######## regbank_wr_arb ########
Fig. 1: regbank_wr_arb, wiring by layer
Two of the layers only.
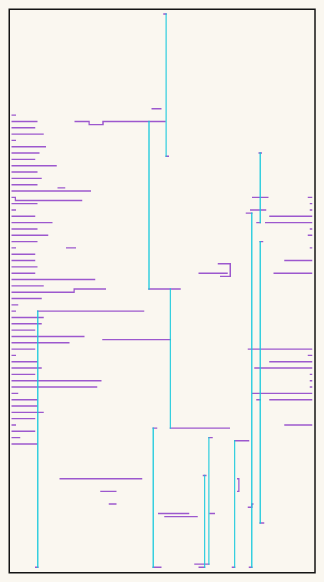

## config.mk

```make
export PLATFORM = sky130hd
export DESIGN_NAME = regbank_wr_arb
export DESIGN_NICKNAME = d
export VERILOG_FILES = /design/src/rtl/regbank_pkg.sv /design/src/rtl/regbank_wr_arb_rr_pick.sv /design/src/rtl/regbank_wr_arb.sv
export SDC_FILE = /design/constraint.sdc
export NUM_CORES = 1
export LEC_CHECK = 0
export CAP_MARGIN = 15
export CORE_ASPECT_RATIO = 2
export CORE_MARGIN = 5
export CORE_UTILIZATION = 40
export DETAILED_ROUTE_END_ITERATION = 16
export PLACE_DENSITY = 0.87
export SETUP_SLACK_MARGIN = 0.5
export SYNTH_ARGS = -nofsm -noshare
export SYNTH_HDL_FRONTEND = slang
export SYNTH_SLANG_ARGS = --single-unit
```

## constraint.sdc

```tcl
create_clock -name clk -period 3.9 [get_ports clk]
set_input_delay 0.585 -clock clk [delete_from_list [all_inputs] [get_ports clk]]
set_output_delay 0.585 -clock clk [all_outputs]
set_load 0.02 [all_outputs]
```

## src/rtl/regbank_pkg.sv

```systemverilog
// Shared types and widths for the register-bank write path.
package regbank_pkg;

    localparam int unsigned REG_IDX_W = 2;
    localparam int unsigned DATA_W    = 32;
    localparam int unsigned REG_COUNT = 4;

    typedef enum logic {
        ST_IDLE   = 1'b0,
        ST_LOCKED = 1'b1
    } state_e;

endpackage

```

## src/rtl/regbank_wr_arb_rr_pick.sv

```systemverilog
// Round-robin priority picker: one-hot grant to the first requester found
// when searching upward from ptr_i, wrapping at N_REQ-1.
module rr_pick #(
    parameter int unsigned N_REQ = 3,
    parameter int unsigned PTR_W = 2
) (
    input  logic [N_REQ-1:0] req_i,
    input  logic [PTR_W-1:0] ptr_i,
    output logic [N_REQ-1:0] gnt_o
);

    always_comb begin
        logic found;
        gnt_o = '0;
        found = 1'b0;
        for (int unsigned k = 0; k < N_REQ; k++) begin
            for (int unsigned i = 0; i < N_REQ; i++) begin
                if (!found && req_i[i] && (i == (32'(ptr_i) + k) % N_REQ)) begin
                    gnt_o[i] = 1'b1;
                    found    = 1'b1;
                end
            end
        end
    end

endmodule

```

## src/rtl/regbank_wr_arb.sv

```systemverilog
// Write-port arbiter for a small register bank: round-robin across requesters,
// with optional locked bursts of up to MAX_BURST back-to-back writes.
module regbank_wr_arb
    import regbank_pkg::*;
#(
    parameter int unsigned N_REQ     = 3,
    parameter int unsigned MAX_BURST = 4
) (
    input  logic                       clk,
    input  logic                       rst_n,
    input  logic [N_REQ-1:0]           req,
    input  logic [N_REQ-1:0]           lock,
    input  logic [REG_IDX_W*N_REQ-1:0] req_dr,
    input  logic [DATA_W*N_REQ-1:0]    req_data,
    input  logic                       stall,
    output logic [N_REQ-1:0]           gnt,
    output logic                       write,
    output logic [REG_IDX_W-1:0]       dr,
    output logic [DATA_W-1:0]          wrData,
    output logic                       busy
);

    localparam int unsigned PTR_W = 2;
    localparam int unsigned CNT_W = 4;

    state_e               state_q, state_d;
    logic [PTR_W-1:0]     ptr_q, ptr_d;
    logic [PTR_W-1:0]     owner_q, owner_d;
    logic [CNT_W-1:0]     cnt_q, cnt_d;
    logic                 write_q;
    logic [REG_IDX_W-1:0] dr_q;
    logic [DATA_W-1:0]    data_q;

    logic [N_REQ-1:0]     rr_gnt;
    logic [N_REQ-1:0]     own_gnt;
    logic                 own_req;
    logic                 own_lock;
    logic                 accept;
    logic [PTR_W-1:0]     sel_idx;
    logic                 sel_lock;
    logic [REG_IDX_W-1:0] sel_dr;
    logic [DATA_W-1:0]    sel_data;

    function automatic logic [PTR_W-1:0] wrap_inc(input logic [PTR_W-1:0] idx);
        return (32'(idx) == N_REQ - 1) ? '0 : idx + PTR_W'(1);
    endfunction

    rr_pick #(
        .N_REQ (N_REQ),
        .PTR_W (PTR_W)
    ) u_rr_pick (
        .req_i (req),
        .ptr_i (ptr_q),
        .gnt_o (rr_gnt)
    );

    always_comb begin
        own_req  = 1'b0;
        own_lock = 1'b0;
        own_gnt  = '0;
        for (int unsigned i = 0; i < N_REQ; i++) begin
            if (32'(owner_q) == i) begin
                own_req    = req[i];
                own_lock   = lock[i];
                own_gnt[i] = 1'b1;
            end
        end
        // Grant is forced low while reset is held, not just after the edge.
        gnt = '0;
        if (rst_n && !stall) begin
            if (state_q == ST_IDLE) begin
                gnt = rr_gnt;
            end else if (own_req) begin
                gnt = own_gnt;
            end
        end
    end

    assign accept = |gnt;

    always_comb begin
        sel_idx  = '0;
        sel_lock = 1'b0;
        sel_dr   = '0;
        sel_data = '0;
        for (int unsigned i = 0; i < N_REQ; i++) begin
            if (gnt[i]) begin
                sel_idx  = PTR_W'(i);
                sel_lock = lock[i];
                sel_dr   = req_dr[REG_IDX_W*i +: REG_IDX_W];
                sel_data = req_data[DATA_W*i +: DATA_W];
            end
        end
    end

    always_comb begin
        state_d = state_q;
        ptr_d   = ptr_q;
        owner_d = owner_q;
        cnt_d   = cnt_q;
        if (!stall) begin
            case (state_q)
                ST_IDLE: begin
                    if (accept) begin
                        ptr_d = wrap_inc(sel_idx);
                        if (sel_lock && (MAX_BURST > 1)) begin
                            state_d = ST_LOCKED;
                            owner_d = sel_idx;
                            cnt_d   = CNT_W'(1);
                        end
                    end
                end
                ST_LOCKED: begin
                    if (accept) begin
                        cnt_d = cnt_q + CNT_W'(1);
                    end
                    // Burst ends when the owner goes quiet, drops lock, or hits MAX_BURST.
                    if (!accept || !own_lock || (32'(cnt_q) + 1 >= MAX_BURST)) begin
                        state_d = ST_IDLE;
                        ptr_d   = wrap_inc(owner_q);
                    end
                end
                default: state_d = ST_IDLE;
            endcase
        end
    end

    always_ff @(posedge clk or negedge rst_n) begin
        if (!rst_n) begin
            state_q <= ST_IDLE;
            ptr_q   <= '0;
            owner_q <= '0;
            cnt_q   <= '0;
            write_q <= 1'b0;
            dr_q    <= '0;
            data_q  <= '0;
        end else begin
            state_q <= state_d;
            ptr_q   <= ptr_d;
            owner_q <= owner_d;
            cnt_q   <= cnt_d;
            write_q <= accept;
            if (accept) begin
                dr_q   <= sel_dr;
                data_q <= sel_data;
            end
        end
    end

    assign write  = write_q;
    assign dr     = dr_q;
    assign wrData = data_q;
    assign busy   = (state_q == ST_LOCKED);

endmodule

```

######## display_mode_ctrl ########
<file path="src/rtl/display_pkg.sv">
// Shared types and helpers for the display-mode controller.
package display_pkg;

    localparam int CHAR_W = 8;

    typedef enum logic [1:0] {RELEASED, HELD, LONG} press_state_t;
    typedef enum logic {IDLE, BUSY} conv_state_t;

    function automatic int mode_w(input int n);
        return (n > 2) ? $clog2(n) : 1;
    endfunction

endpackage

</file>
<file path="src/rtl/press_classifier.sv">
// Classifies button presses as short (released before the long-press
// threshold) or long (held through LONG_PRESS_S second strobes).
module press_classifier
    import display_pkg::*;
#(
    parameter int LONG_PRESS_S = 2
) (
    input  logic clock,
    input  logic reset,
    input  logic mode,
    input  logic sec_pulse,
    output logic short_press,
    output logic long_press
);

    localparam int CNT_W = $clog2(LONG_PRESS_S + 1);
    localparam logic [CNT_W-1:0] CNT_LAST = CNT_W'(LONG_PRESS_S - 1);

    press_state_t     state_q, state_d;
    logic [CNT_W-1:0] cnt_q, cnt_d;

    // Next-state logic; a release in HELD wins over a coincident second strobe.
    always_comb begin
        state_d     = state_q;
        cnt_d       = cnt_q;
        short_press = 1'b0;
        long_press  = 1'b0;
        case (state_q)
            RELEASED: begin
                if (mode) begin
                    state_d = HELD;
                    cnt_d   = '0;
                end else begin
                    state_d = RELEASED;
                end
            end
            HELD: begin
                if (!mode) begin
                    short_press = 1'b1;
                    state_d     = RELEASED;
                end else if (sec_pulse) begin
                    cnt_d = cnt_q + CNT_W'(1);
                    if (cnt_q == CNT_LAST) begin
                        long_press = 1'b1;
                        state_d    = LONG;
                    end else begin
                        state_d = HELD;
                    end
                end else begin
                    state_d = HELD;
                end
            end
            LONG: begin
                if (!mode) begin
                    state_d = RELEASED;
                end else begin
                    state_d = LONG;
                end
            end
            default: begin
                state_d = RELEASED;
                cnt_d   = '0;
            end
        endcase
    end

    // State and counter registers.
    always_ff @(posedge clock) begin
        if (reset) begin
            state_q <= RELEASED;
            cnt_q   <= '0;
        end else begin
            state_q <= state_d;
            cnt_q   <= cnt_d;
        end
    end

endmodule

</file>
<file path="src/rtl/display_mode_ctrl.sv">
// Display-mode controller: mode sequencing, indicator blinking and a
// coalescing request/valid handshake with the binary-to-ASCII converter.
module display_mode_ctrl
    import display_pkg::*;
#(
    parameter int                    NUM_MODES    = 4,
    parameter int                    SPEED_W      = 7,
    parameter int                    SPEED_LIMIT  = 65,
    parameter int                    DIGITS       = 6,
    parameter logic [NUM_MODES-1:0]  POINT_MASK   = 4'b0011,
    parameter int                    COL_MODE     = 2,
    parameter int                    LONG_PRESS_S = 2,
    parameter int                    TIMEOUT_CYC  = 1023,
    localparam int                   MODE_W       = mode_w(NUM_MODES)
) (
    input  logic                       clock,
    input  logic                       reset,
    input  logic                       mode,
    input  logic                       half_sec_pulse,
    input  logic                       sec_pulse,
    input  logic [SPEED_W-1:0]         speed,
    output logic                       conv_start,
    output logic [MODE_W-1:0]          conv_mode,
    input  logic                       conv_valid,
    input  logic [CHAR_W*DIGITS-1:0]   conv_digits,
    output logic [CHAR_W*DIGITS-1:0]   disp,
    output logic                       point,
    output logic                       col,
    output logic [NUM_MODES-1:0]       ind,
    output logic                       clear_req,
    output logic [MODE_W-1:0]          clear_mode,
    output logic                       conv_err
);

    localparam int                   TMO_W     = $clog2(TIMEOUT_CYC + 1);
    localparam int                   FRAME_W   = CHAR_W * DIGITS;
    localparam logic [MODE_W-1:0]    LAST_MODE = MODE_W'(NUM_MODES - 1);
    localparam logic [MODE_W-1:0]    COL_IDX   = MODE_W'(COL_MODE);
    localparam logic [TMO_W-1:0]     TMO_LAST  = TMO_W'(TIMEOUT_CYC - 1);
    localparam logic [NUM_MODES-1:0] ONE_HOT0  = NUM_MODES'(1);

    logic short_press_s, long_press_s, req_s, overspeed_s;

    logic [MODE_W-1:0]    mode_idx_q, mode_idx_d;
    logic                 blink_q, blink_d;
    logic                 init_q, init_d;
    logic                 adv_q, adv_d;
    conv_state_t          conv_state_q, conv_state_d;
    logic                 pend_q, pend_d;
    logic                 pend_sec_q, pend_sec_d;
    logic                 conv_sec_q, conv_sec_d;
    logic [TMO_W-1:0]     tmo_q, tmo_d;
    logic                 conv_start_q, conv_start_d;
    logic [MODE_W-1:0]    conv_mode_q, conv_mode_d;
    logic [FRAME_W-1:0]   disp_q, disp_d;
    logic                 point_q, point_d;
    logic                 col_q, col_d;
    logic [NUM_MODES-1:0] ind_q, ind_d;
    logic                 clear_req_q, clear_req_d;
    logic [MODE_W-1:0]    clear_mode_q, clear_mode_d;
    logic                 conv_err_q, conv_err_d;

    press_classifier #(
        .LONG_PRESS_S (LONG_PRESS_S)
    ) u_press (
        .clock       (clock),
        .reset       (reset),
        .mode        (mode),
        .sec_pulse   (sec_pulse),
        .short_press (short_press_s),
        .long_press  (long_press_s)
    );

    assign overspeed_s = (speed > SPEED_W'(SPEED_LIMIT));
    // The advance request is delayed one cycle so the conversion sees the new mode.
    assign req_s = init_q | sec_pulse | adv_q;

    // Mode index, blink phase, indicators and the clear strobe.
    always_comb begin
        if (short_press_s) begin
            mode_idx_d = (mode_idx_q == LAST_MODE) ? '0 : mode_idx_q + MODE_W'(1);
        end else begin
            mode_idx_d = mode_idx_q;
        end
        blink_d = half_sec_pulse ? ~blink_q : blink_q;
        adv_d   = short_press_s;
        init_d  = 1'b0;
        if (overspeed_s && blink_q) begin
            ind_d = '1;
        end else begin
            ind_d = ONE_HOT0 << mode_idx_q;
        end
        clear_req_d = long_press_s;
        if (long_press_s) begin
            clear_mode_d = mode_idx_q;
        end else begin
            clear_mode_d = clear_mode_q;
        end
    end

    // Converter handshake: start, coalescing, timeout and atomic frame latch.
    always_comb begin
        conv_state_d = conv_state_q;
        pend_d       = pend_q;
        pend_sec_d   = pend_sec_q;
        conv_sec_d   = conv_sec_q;
        tmo_d        = tmo_q;
        conv_start_d = 1'b0;
        conv_mode_d  = conv_mode_q;
        disp_d       = disp_q;
        point_d      = point_q;
        col_d        = col_q;
        conv_err_d   = conv_err_q;
        case (conv_state_q)
            IDLE: begin
                if (req_s || pend_q) begin
                    conv_start_d = 1'b1;
                    conv_mode_d  = mode_idx_q;
                    conv_sec_d   = sec_pulse | pend_sec_q;
                    pend_d       = 1'b0;
                    pend_sec_d   = 1'b0;
                    tmo_d        = '0;
                    conv_state_d = BUSY;
                end else begin
                    conv_state_d = IDLE;
                end
            end
            BUSY: begin
                if (req_s) begin
                    pend_d     = 1'b1;
                    pend_sec_d = pend_sec_q | sec_pulse;
                end else begin
                    pend_d     = pend_q;
                end
                if (conv_valid) begin
                    disp_d       = conv_digits;
                    point_d      = POINT_MASK[conv_mode_q];
                    col_d        = (conv_mode_q == COL_IDX) ? (col_q ^ conv_sec_q) : 1'b0;
                    conv_err_d   = 1'b0;
                    conv_state_d = IDLE;
                end else if (tmo_q == TMO_LAST) begin
                    conv_err_d   = 1'b1;
                    conv_state_d = IDLE;
                end else begin
                    tmo_d        = tmo_q + TMO_W'(1);
                end
            end
            default: begin
                conv_state_d = IDLE;
            end
        endcase
    end

    // All state and output registers.
    always_ff @(posedge clock) begin
        if (reset) begin
            mode_idx_q   <= '0;
            blink_q      <= 1'b0;
            init_q       <= 1'b1;
            adv_q        <= 1'b0;
            conv_state_q <= IDLE;
            pend_q       <= 1'b0;
            pend_sec_q   <= 1'b0;
            conv_sec_q   <= 1'b0;
            tmo_q        <= '0;
            conv_start_q <= 1'b0;
            conv_mode_q  <= '0;
            disp_q       <= '0;
            point_q      <= 1'b0;
            col_q        <= 1'b0;
            ind_q        <= '0;
            clear_req_q  <= 1'b0;
            clear_mode_q <= '0;
            conv_err_q   <= 1'b0;
        end else begin
            mode_idx_q   <= mode_idx_d;
            blink_q      <= blink_d;
            init_q       <= init_d;
            adv_q        <= adv_d;
            conv_state_q <= conv_state_d;
            pend_q       <= pend_d;
            pend_sec_q   <= pend_sec_d;
            conv_sec_q   <= conv_sec_d;
            tmo_q        <= tmo_d;
            conv_start_q <= conv_start_d;
            conv_mode_q  <= conv_mode_d;
            disp_q       <= disp_d;
            point_q      <= point_d;
            col_q        <= col_d;
            ind_q        <= ind_d;
            clear_req_q  <= clear_req_d;
            clear_mode_q <= clear_mode_d;
            conv_err_q   <= conv_err_d;
        end
    end

    assign conv_start = conv_start_q;
    assign conv_mode  = conv_mode_q;
    assign disp       = disp_q;
    assign point      = point_q;
    assign col        = col_q;
    assign ind        = ind_q;
    assign clear_req  = clear_req_q;
    assign clear_mode = clear_mode_q;
    assign conv_err   = conv_err_q;

endmodule
</file>
<file path="config.mk">
export PLATFORM = sky130hd
export DESIGN_NAME = display_mode_ctrl
export DESIGN_NICKNAME = d
export VERILOG_FILES = /design/src/rtl/display_pkg.sv /design/src/rtl/press_classifier.sv /design/src/rtl/display_mode_ctrl.sv
export SDC_FILE = /design/constraint.sdc
export NUM_CORES = 1
export LEC_CHECK = 0
export ABC_CLOCK_PERIOD_IN_PS = 1700
export CAP_MARGIN = 20
export CELL_PAD_IN_SITES_DETAIL_PLACEMENT = 0
export CELL_PAD_IN_SITES_GLOBAL_PLACEMENT = 1
export CORE_ASPECT_RATIO = 0.7
export CORE_UTILIZATION = 28
export DETAILED_ROUTE_END_ITERATION = 16
export PLACE_DENSITY = 0.86
export SYNTH_ARGS = -nofsm -noshare
export SYNTH_HDL_FRONTEND = slang
export SYNTH_HIERARCHICAL = 1
export SYNTH_SLANG_ARGS = --single-unit
export TNS_END_PERCENT = 5
</file>
<file path="constraint.sdc">
create_clock -name clock -period 1.7 [get_ports clock]
set_input_delay 0.255 -clock clock [delete_from_list [all_inputs] [get_ports clock]]
set_output_delay 0.255 -clock clock [all_outputs]
set_load 0.02 [all_outputs]
</file>
Fig. 2: display_mode_ctrl, wiring by layer
Two of the layers only.
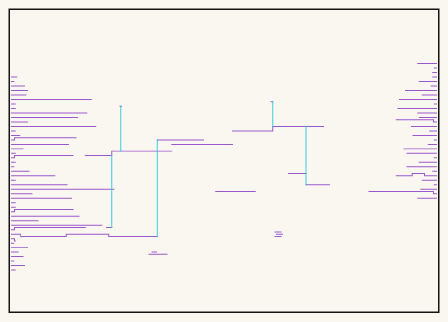
Key: metal 4 = cyan [wire length 89.8 µm]; metal 3 = purple [wire length 749 µm]

==> Slide: Implementation Results, display_mode_ctrl <==
Flow Results at a Glance

Power
  • Total power of the final layout: 0.00474 W
  • Clock network fraction of total power: 40.6%

Worst hold path
  • Worst hold path depth: 2

Global routing
  • Highest-utilization routing layer at the global route stage: met2
  • Met3 track demand over resource: 6.54%

Logic synthesis
  • Post-synth area from yosys stat: 3200 µm²
  • Ranking of synthesized cells by instance count: nand2_1, dfxtp_1, a21oi_1
  • Yosys warnings: 6
  • Post-Synthesis Cell Area: 3200 µm²

Layout
  • Biggest cell category by area in the final layout: flip-flops and latches
  • Final standard cell count with taps included and fillers excluded: 669

Clock tree
  • Maximum level of the CTS H-tree: 3
  • # clock sinks: 84

Worst setup path
  • Critical path endpoint: tmo_q[9]$_SDFFE_PP0P_
  • Crit path capture type: flop
  • Family of cells with the greatest summed delay on the critical path: AND-OR/OR-AND gates

Detailed routing
  • Detailed-routing wirelength on met1: 3990 µm

Outcome
  • Run status: finished clean
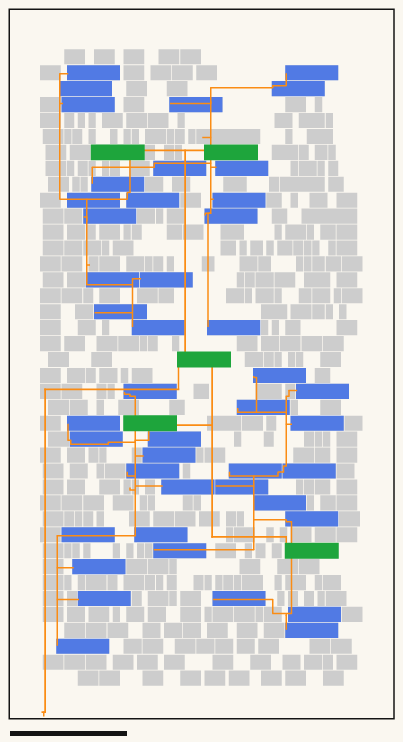
Fig. 3. Clock network drawn from the DEF (regbank_wr_arb).
Scale bar: 20 µm.
Key: clock drivers = green [count 5]; clock wires = orange [length 609 µm]; flip-flops = blue [count 44]
There are 6 routed clock nets.

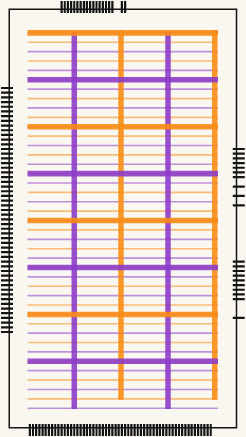
Fig. 4. Floorplan with the power grid (regbank_wr_arb).
Pins as bars on the die edge.
Key: VDD = orange; VSS = purple
150 signal pins sit on the boundary. 4 straps on met4. 41 met1 rails follow the rows. The core has 40 rows.

## Picture notes: Fig. 1
Key: metal 4 = cyan [wire length 407 µm]; metal 3 = purple [wire length 603 µm]

==> Slide: Implementation Results, regbank_wr_arb <==
Flow Results at a Glance

Die
  • Vertical die size: 121 µm
  • Initial Utilization: 40.9%

Clock tree
  • Buffer cell driving the clock tree root: clkbuf_16
  • Post-CTS setup buffer count: 0

Layout
  • Combinational gate count: 205
  • Share of the final layout cell area in sequential cells: 26.4%

Power
  • Power share of the sequential group: 29.7%
  • Leakage power: 1.77 nW
  • Switching fraction of total power: 39.6%

Logic synthesis
  • Dominant non-sequential cell family after synthesis: AND-OR/OR-AND gates
  • Count of flip-flops with a built-in enable after synthesis: 0
  • Post-synth area from yosys stat: 2460 µm²
  • Adder and majority gate portion of the synthesized area: 2.04%
  • Ranking of synthesized cells by instance count: nand2_1, dfrtp_1, nor2_1

Final timing
  • Worst slew margin relative to its limit: 49.7%

Global routing
  • GRT Residual Overflow: 0
  • Via count of the first global-routing pass: 2842

Outcome
  • Run status: finished clean

Worst setup path
  • Worst setup SP type: primary input

Detailed routing
  • DRC violation total after the first TritonRoute iteration: 146

Placement
  • Placed wire-length estimate after detailed placement: 7050 µm

######## mux_arbiter_flat ########
[src/rtl/mux_arbiter_if.sv]
// Handshake bundle between four requesters, the arbiter and the downstream consumer.
interface mux_arbiter_if #(
  parameter int unsigned INPUT_LENGTH = 32
);
  logic [3:0]              req_valid;
  logic [3:0]              req_lock;
  logic [3:0]              req_ready;
  logic [INPUT_LENGTH-1:0] a_data;
  logic [INPUT_LENGTH-1:0] b_data;
  logic [INPUT_LENGTH-1:0] c_data;
  logic [INPUT_LENGTH-1:0] d_data;
  logic                    out_valid;
  logic                    out_ready;
  logic [INPUT_LENGTH-1:0] out_data;
  logic [1:0]              out_src;

  modport master (
    output req_valid, req_lock, a_data, b_data, c_data, d_data, out_ready,
    input  req_ready, out_valid, out_data, out_src
  );

  modport slave (
    input  req_valid, req_lock, a_data, b_data, c_data, d_data, out_ready,
    output req_ready, out_valid, out_data, out_src
  );
endinterface

[src/rtl/mux_arbiter.sv]
// Round-robin four-way arbiter with optional burst locking feeding a single-entry
// registered output stage.
module mux_arbiter #(
  parameter int unsigned INPUT_LENGTH = 32,
  parameter int unsigned MAX_BURST    = 8
) (
  input logic          clk,
  input logic          rst,
  mux_arbiter_if.slave bus
);
  localparam int unsigned CW = $clog2(MAX_BURST + 1);

  typedef enum logic {ARB, LOCKED} state_e;

  state_e                  state_q, state_d;
  logic [1:0]              ptr_q, ptr_d;
  logic [1:0]              owner_q, owner_d;
  logic [CW-1:0]           cnt_q, cnt_d, cnt_inc;
  logic                    out_valid_q, out_valid_d;
  logic [INPUT_LENGTH-1:0] out_data_q, out_data_d;
  logic [1:0]              out_src_q, out_src_d;

  logic [1:0]              grant;
  logic                    grant_vld;
  logic                    slot_free;
  logic                    accept;
  logic [INPUT_LENGTH-1:0] mux_data;

  always_comb begin
    grant     = ptr_q;
    grant_vld = 1'b0;
    if (state_q == LOCKED) begin
      grant     = owner_q;
      grant_vld = bus.req_valid[owner_q];
    end else begin
      for (int unsigned i = 0; i < 4; i++) begin
        if (!grant_vld && bus.req_valid[ptr_q + 2'(i)]) begin
          grant     = ptr_q + 2'(i);
          grant_vld = 1'b1;
        end
      end
    end
  end

  // Reset gates acceptance so nothing is taken in a reset cycle.
  assign slot_free     = !out_valid_q || bus.out_ready;
  assign accept        = grant_vld && slot_free && !rst;
  assign bus.req_ready = accept ? (4'b0001 << grant) : '0;

  always_comb begin
    mux_data = bus.a_data;
    case (grant)
      2'd0:    mux_data = bus.a_data;
      2'd1:    mux_data = bus.b_data;
      2'd2:    mux_data = bus.c_data;
      default: mux_data = bus.d_data;
    endcase
  end

  always_comb begin
    state_d     = state_q;
    ptr_d       = ptr_q;
    owner_d     = owner_q;
    cnt_d       = cnt_q;
    cnt_inc     = cnt_q + CW'(1);
    out_valid_d = out_valid_q;
    out_data_d  = out_data_q;
    out_src_d   = out_src_q;
    if (accept) begin
      out_valid_d = 1'b1;
      out_data_d  = mux_data;
      out_src_d   = grant;
      if (state_q == ARB) begin
        if (bus.req_lock[grant] && (MAX_BURST > 1)) begin
          state_d = LOCKED;
          owner_d = grant;
          cnt_d   = CW'(1);
        end else begin
          ptr_d = grant + 2'd1;
        end
      end else begin
        // Releasing beat moves the owner to lowest priority.
        if (!bus.req_lock[owner_q] || (cnt_inc == CW'(MAX_BURST))) begin
          state_d = ARB;
          ptr_d   = owner_q + 2'd1;
          cnt_d   = '0;
        end else begin
          cnt_d = cnt_inc;
        end
      end
    end else if (bus.out_ready) begin
      out_valid_d = 1'b0;
    end
  end

  always_ff @(posedge clk) begin
    if (rst) begin
      state_q     <= ARB;
      ptr_q       <= '0;
      owner_q     <= '0;
      cnt_q       <= '0;
      out_valid_q <= 1'b0;
      out_data_q  <= '0;
      out_src_q   <= '0;
    end else begin
      state_q     <= state_d;
      ptr_q       <= ptr_d;
      owner_q     <= owner_d;
      cnt_q       <= cnt_d;
      out_valid_q <= out_valid_d;
      out_data_q  <= out_data_d;
      out_src_q   <= out_src_d;
    end
  end

  assign bus.out_valid = out_valid_q;
  assign bus.out_data  = out_data_q;
  assign bus.out_src   = out_src_q;
endmodule

[src/flat_wrapper.sv]
// flat-port wrapper written by rule: the top's interface ports become plain ports
module mux_arbiter_flat 
#(
  parameter int unsigned INPUT_LENGTH = 32,
  parameter int unsigned MAX_BURST    = 8
)
  (clk, rst, bus_req_valid, bus_req_lock, bus_a_data, bus_b_data, bus_c_data, bus_d_data, bus_out_ready, bus_req_ready, bus_out_valid, bus_out_data, bus_out_src);
  mux_arbiter_if #(.INPUT_LENGTH(INPUT_LENGTH)) bus_i ();
  input logic clk;
  input logic rst;
  input wire logic [$bits(bus_i.req_valid)-1:0] bus_req_valid;
  input wire logic [$bits(bus_i.req_lock)-1:0] bus_req_lock;
  input wire logic [$bits(bus_i.a_data)-1:0] bus_a_data;
  input wire logic [$bits(bus_i.b_data)-1:0] bus_b_data;
  input wire logic [$bits(bus_i.c_data)-1:0] bus_c_data;
  input wire logic [$bits(bus_i.d_data)-1:0] bus_d_data;
  input wire logic [$bits(bus_i.out_ready)-1:0] bus_out_ready;
  output wire logic [$bits(bus_i.req_ready)-1:0] bus_req_ready;
  output wire logic [$bits(bus_i.out_valid)-1:0] bus_out_valid;
  output wire logic [$bits(bus_i.out_data)-1:0] bus_out_data;
  output wire logic [$bits(bus_i.out_src)-1:0] bus_out_src;
  assign bus_i.req_valid = bus_req_valid;
  assign bus_i.req_lock = bus_req_lock;
  assign bus_i.a_data = bus_a_data;
  assign bus_i.b_data = bus_b_data;
  assign bus_i.c_data = bus_c_data;
  assign bus_i.d_data = bus_d_data;
  assign bus_i.out_ready = bus_out_ready;
  assign bus_req_ready = bus_i.req_ready;
  assign bus_out_valid = bus_i.out_valid;
  assign bus_out_data = bus_i.out_data;
  assign bus_out_src = bus_i.out_src;
  mux_arbiter #(.INPUT_LENGTH(INPUT_LENGTH), .MAX_BURST(MAX_BURST)) u_core (.clk(clk), .rst(rst), .bus(bus_i));
endmodule
[config.mk]
export PLATFORM = sky130hd
export DESIGN_NAME = mux_arbiter_flat
export DESIGN_NICKNAME = d
export VERILOG_FILES = /design/src/rtl/mux_arbiter_if.sv /design/src/rtl/mux_arbiter.sv /design/src/flat_wrapper.sv
export SDC_FILE = /design/constraint.sdc
export NUM_CORES = 1
export LEC_CHECK = 0
export CORE_ASPECT_RATIO = 1.4
export CORE_MARGIN = 2
export CORE_UTILIZATION = 37
export CTS_CLUSTER_SIZE = 24
export DETAILED_ROUTE_END_ITERATION = 7
export GPL_ROUTABILITY_DRIVEN = 0
export PLACE_DENSITY = 0.86
export SYNTH_ARGS = -nofsm -noshare
export SYNTH_HDL_FRONTEND = slang
export SYNTH_SLANG_ARGS = --single-unit
export TNS_END_PERCENT = 100
[constraint.sdc]
create_clock -name clk -period 3 [get_ports clk]
set_input_delay 0.6 -clock clk [delete_from_list [all_inputs] [get_ports clk]]
set_output_delay 0.6 -clock clk [all_outputs]
set_load 0.01 [all_outputs]
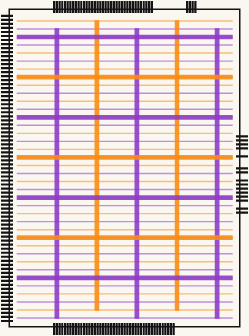
Fig. 5. Floorplan with the power grid (mux_arbiter_flat).
Pins as bars on the die edge.
Key: VDD = orange; VSS = purple
7 straps on met5. 178 signal pins sit on the boundary. The core has 37 rows. 5 straps on met4. 38 met1 rails follow the rows.

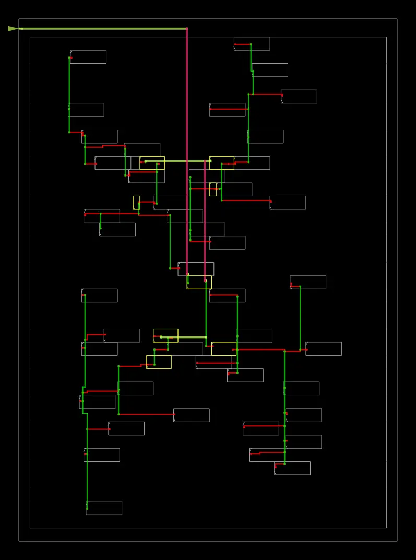
Fig. 6. The clock network (mux_arbiter_flat).
CLK BUF: 8
total clock buffers created by CTS: 5
clock latency at the later pin of the worst-skew pair: 0.29 ns

==> Slide: Implementation Results <==
Flow Results at a Glance

Placement
  • Placed instance count: 653

Layout
  • Comb. cell area: 1770 µm²
  • Area growth from synthesis to layout: 76.9%
  • Final standard cell count with taps included and fillers excluded: 667
  • Share of the final layout cell area in sequential cells: 17.7%
  • Antenna cells: 0

Logic synthesis
  • Cell count after synthesis: 387
  • Simple logic cell fraction of the synthesized area: 23.0%
  • Cell with the most instances after synthesis: nor2_1
  • Area share of xor/xnor cells in the synthesized design: 0%
  • Area fraction in mux cells: 3.03%
  • Synthesized netlist net count: 532

Die
  • Number of well taps: 97
  • Area of the placeable core: 7360 µm²

Worst setup path
  • CP Max Fanout: 5

Detailed routing
  • First-pass DRT Iterations: 6
  • Routed wire per std cell: 15.5 µm

Power
  • Internal power consumption: 0.00156 W
  • Power share of the sequential group: 29.5%

Worst hold path
  • Worst Hold Endpoint: u_core.bus.out_data[16]$_SDFFE_PP0P_

Global routing
  • First-pass GRT wire length: 16600 µm
  • GRT Residual Overflow: 0

Outcome
  • Run status: finished clean

Clock tree
  • # clock sinks: 44


## Gallery

Placement by cell class.
(a)
Scale bar: 50 µm.
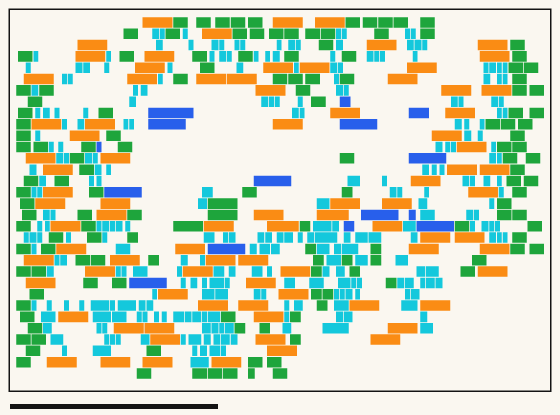
(b)
Scale bar: 20 µm.
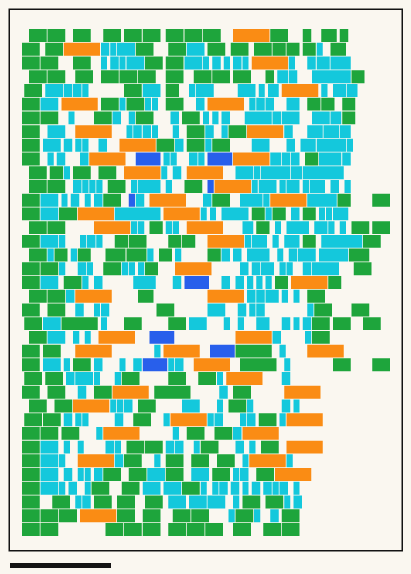
(c)
Scale bar: 20 µm.
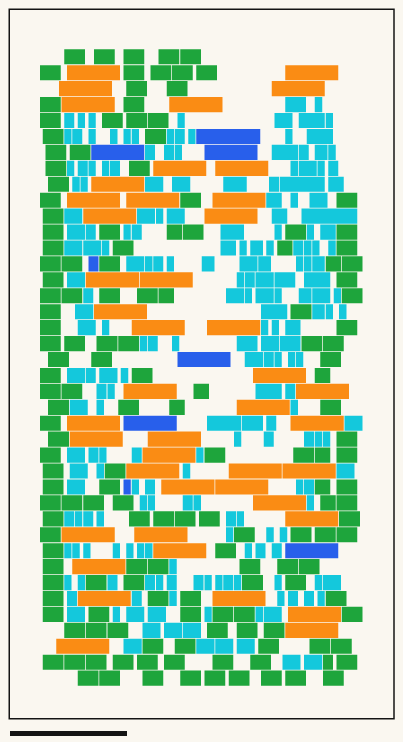
(b): mux_arbiter_flat
(a): display_mode_ctrl
(c): regbank_wr_arb
Of these, fewest cells: (c)
Of these, lowest utilization: (a)

No activity file was given, so power comes from the tool's default toggle rates.
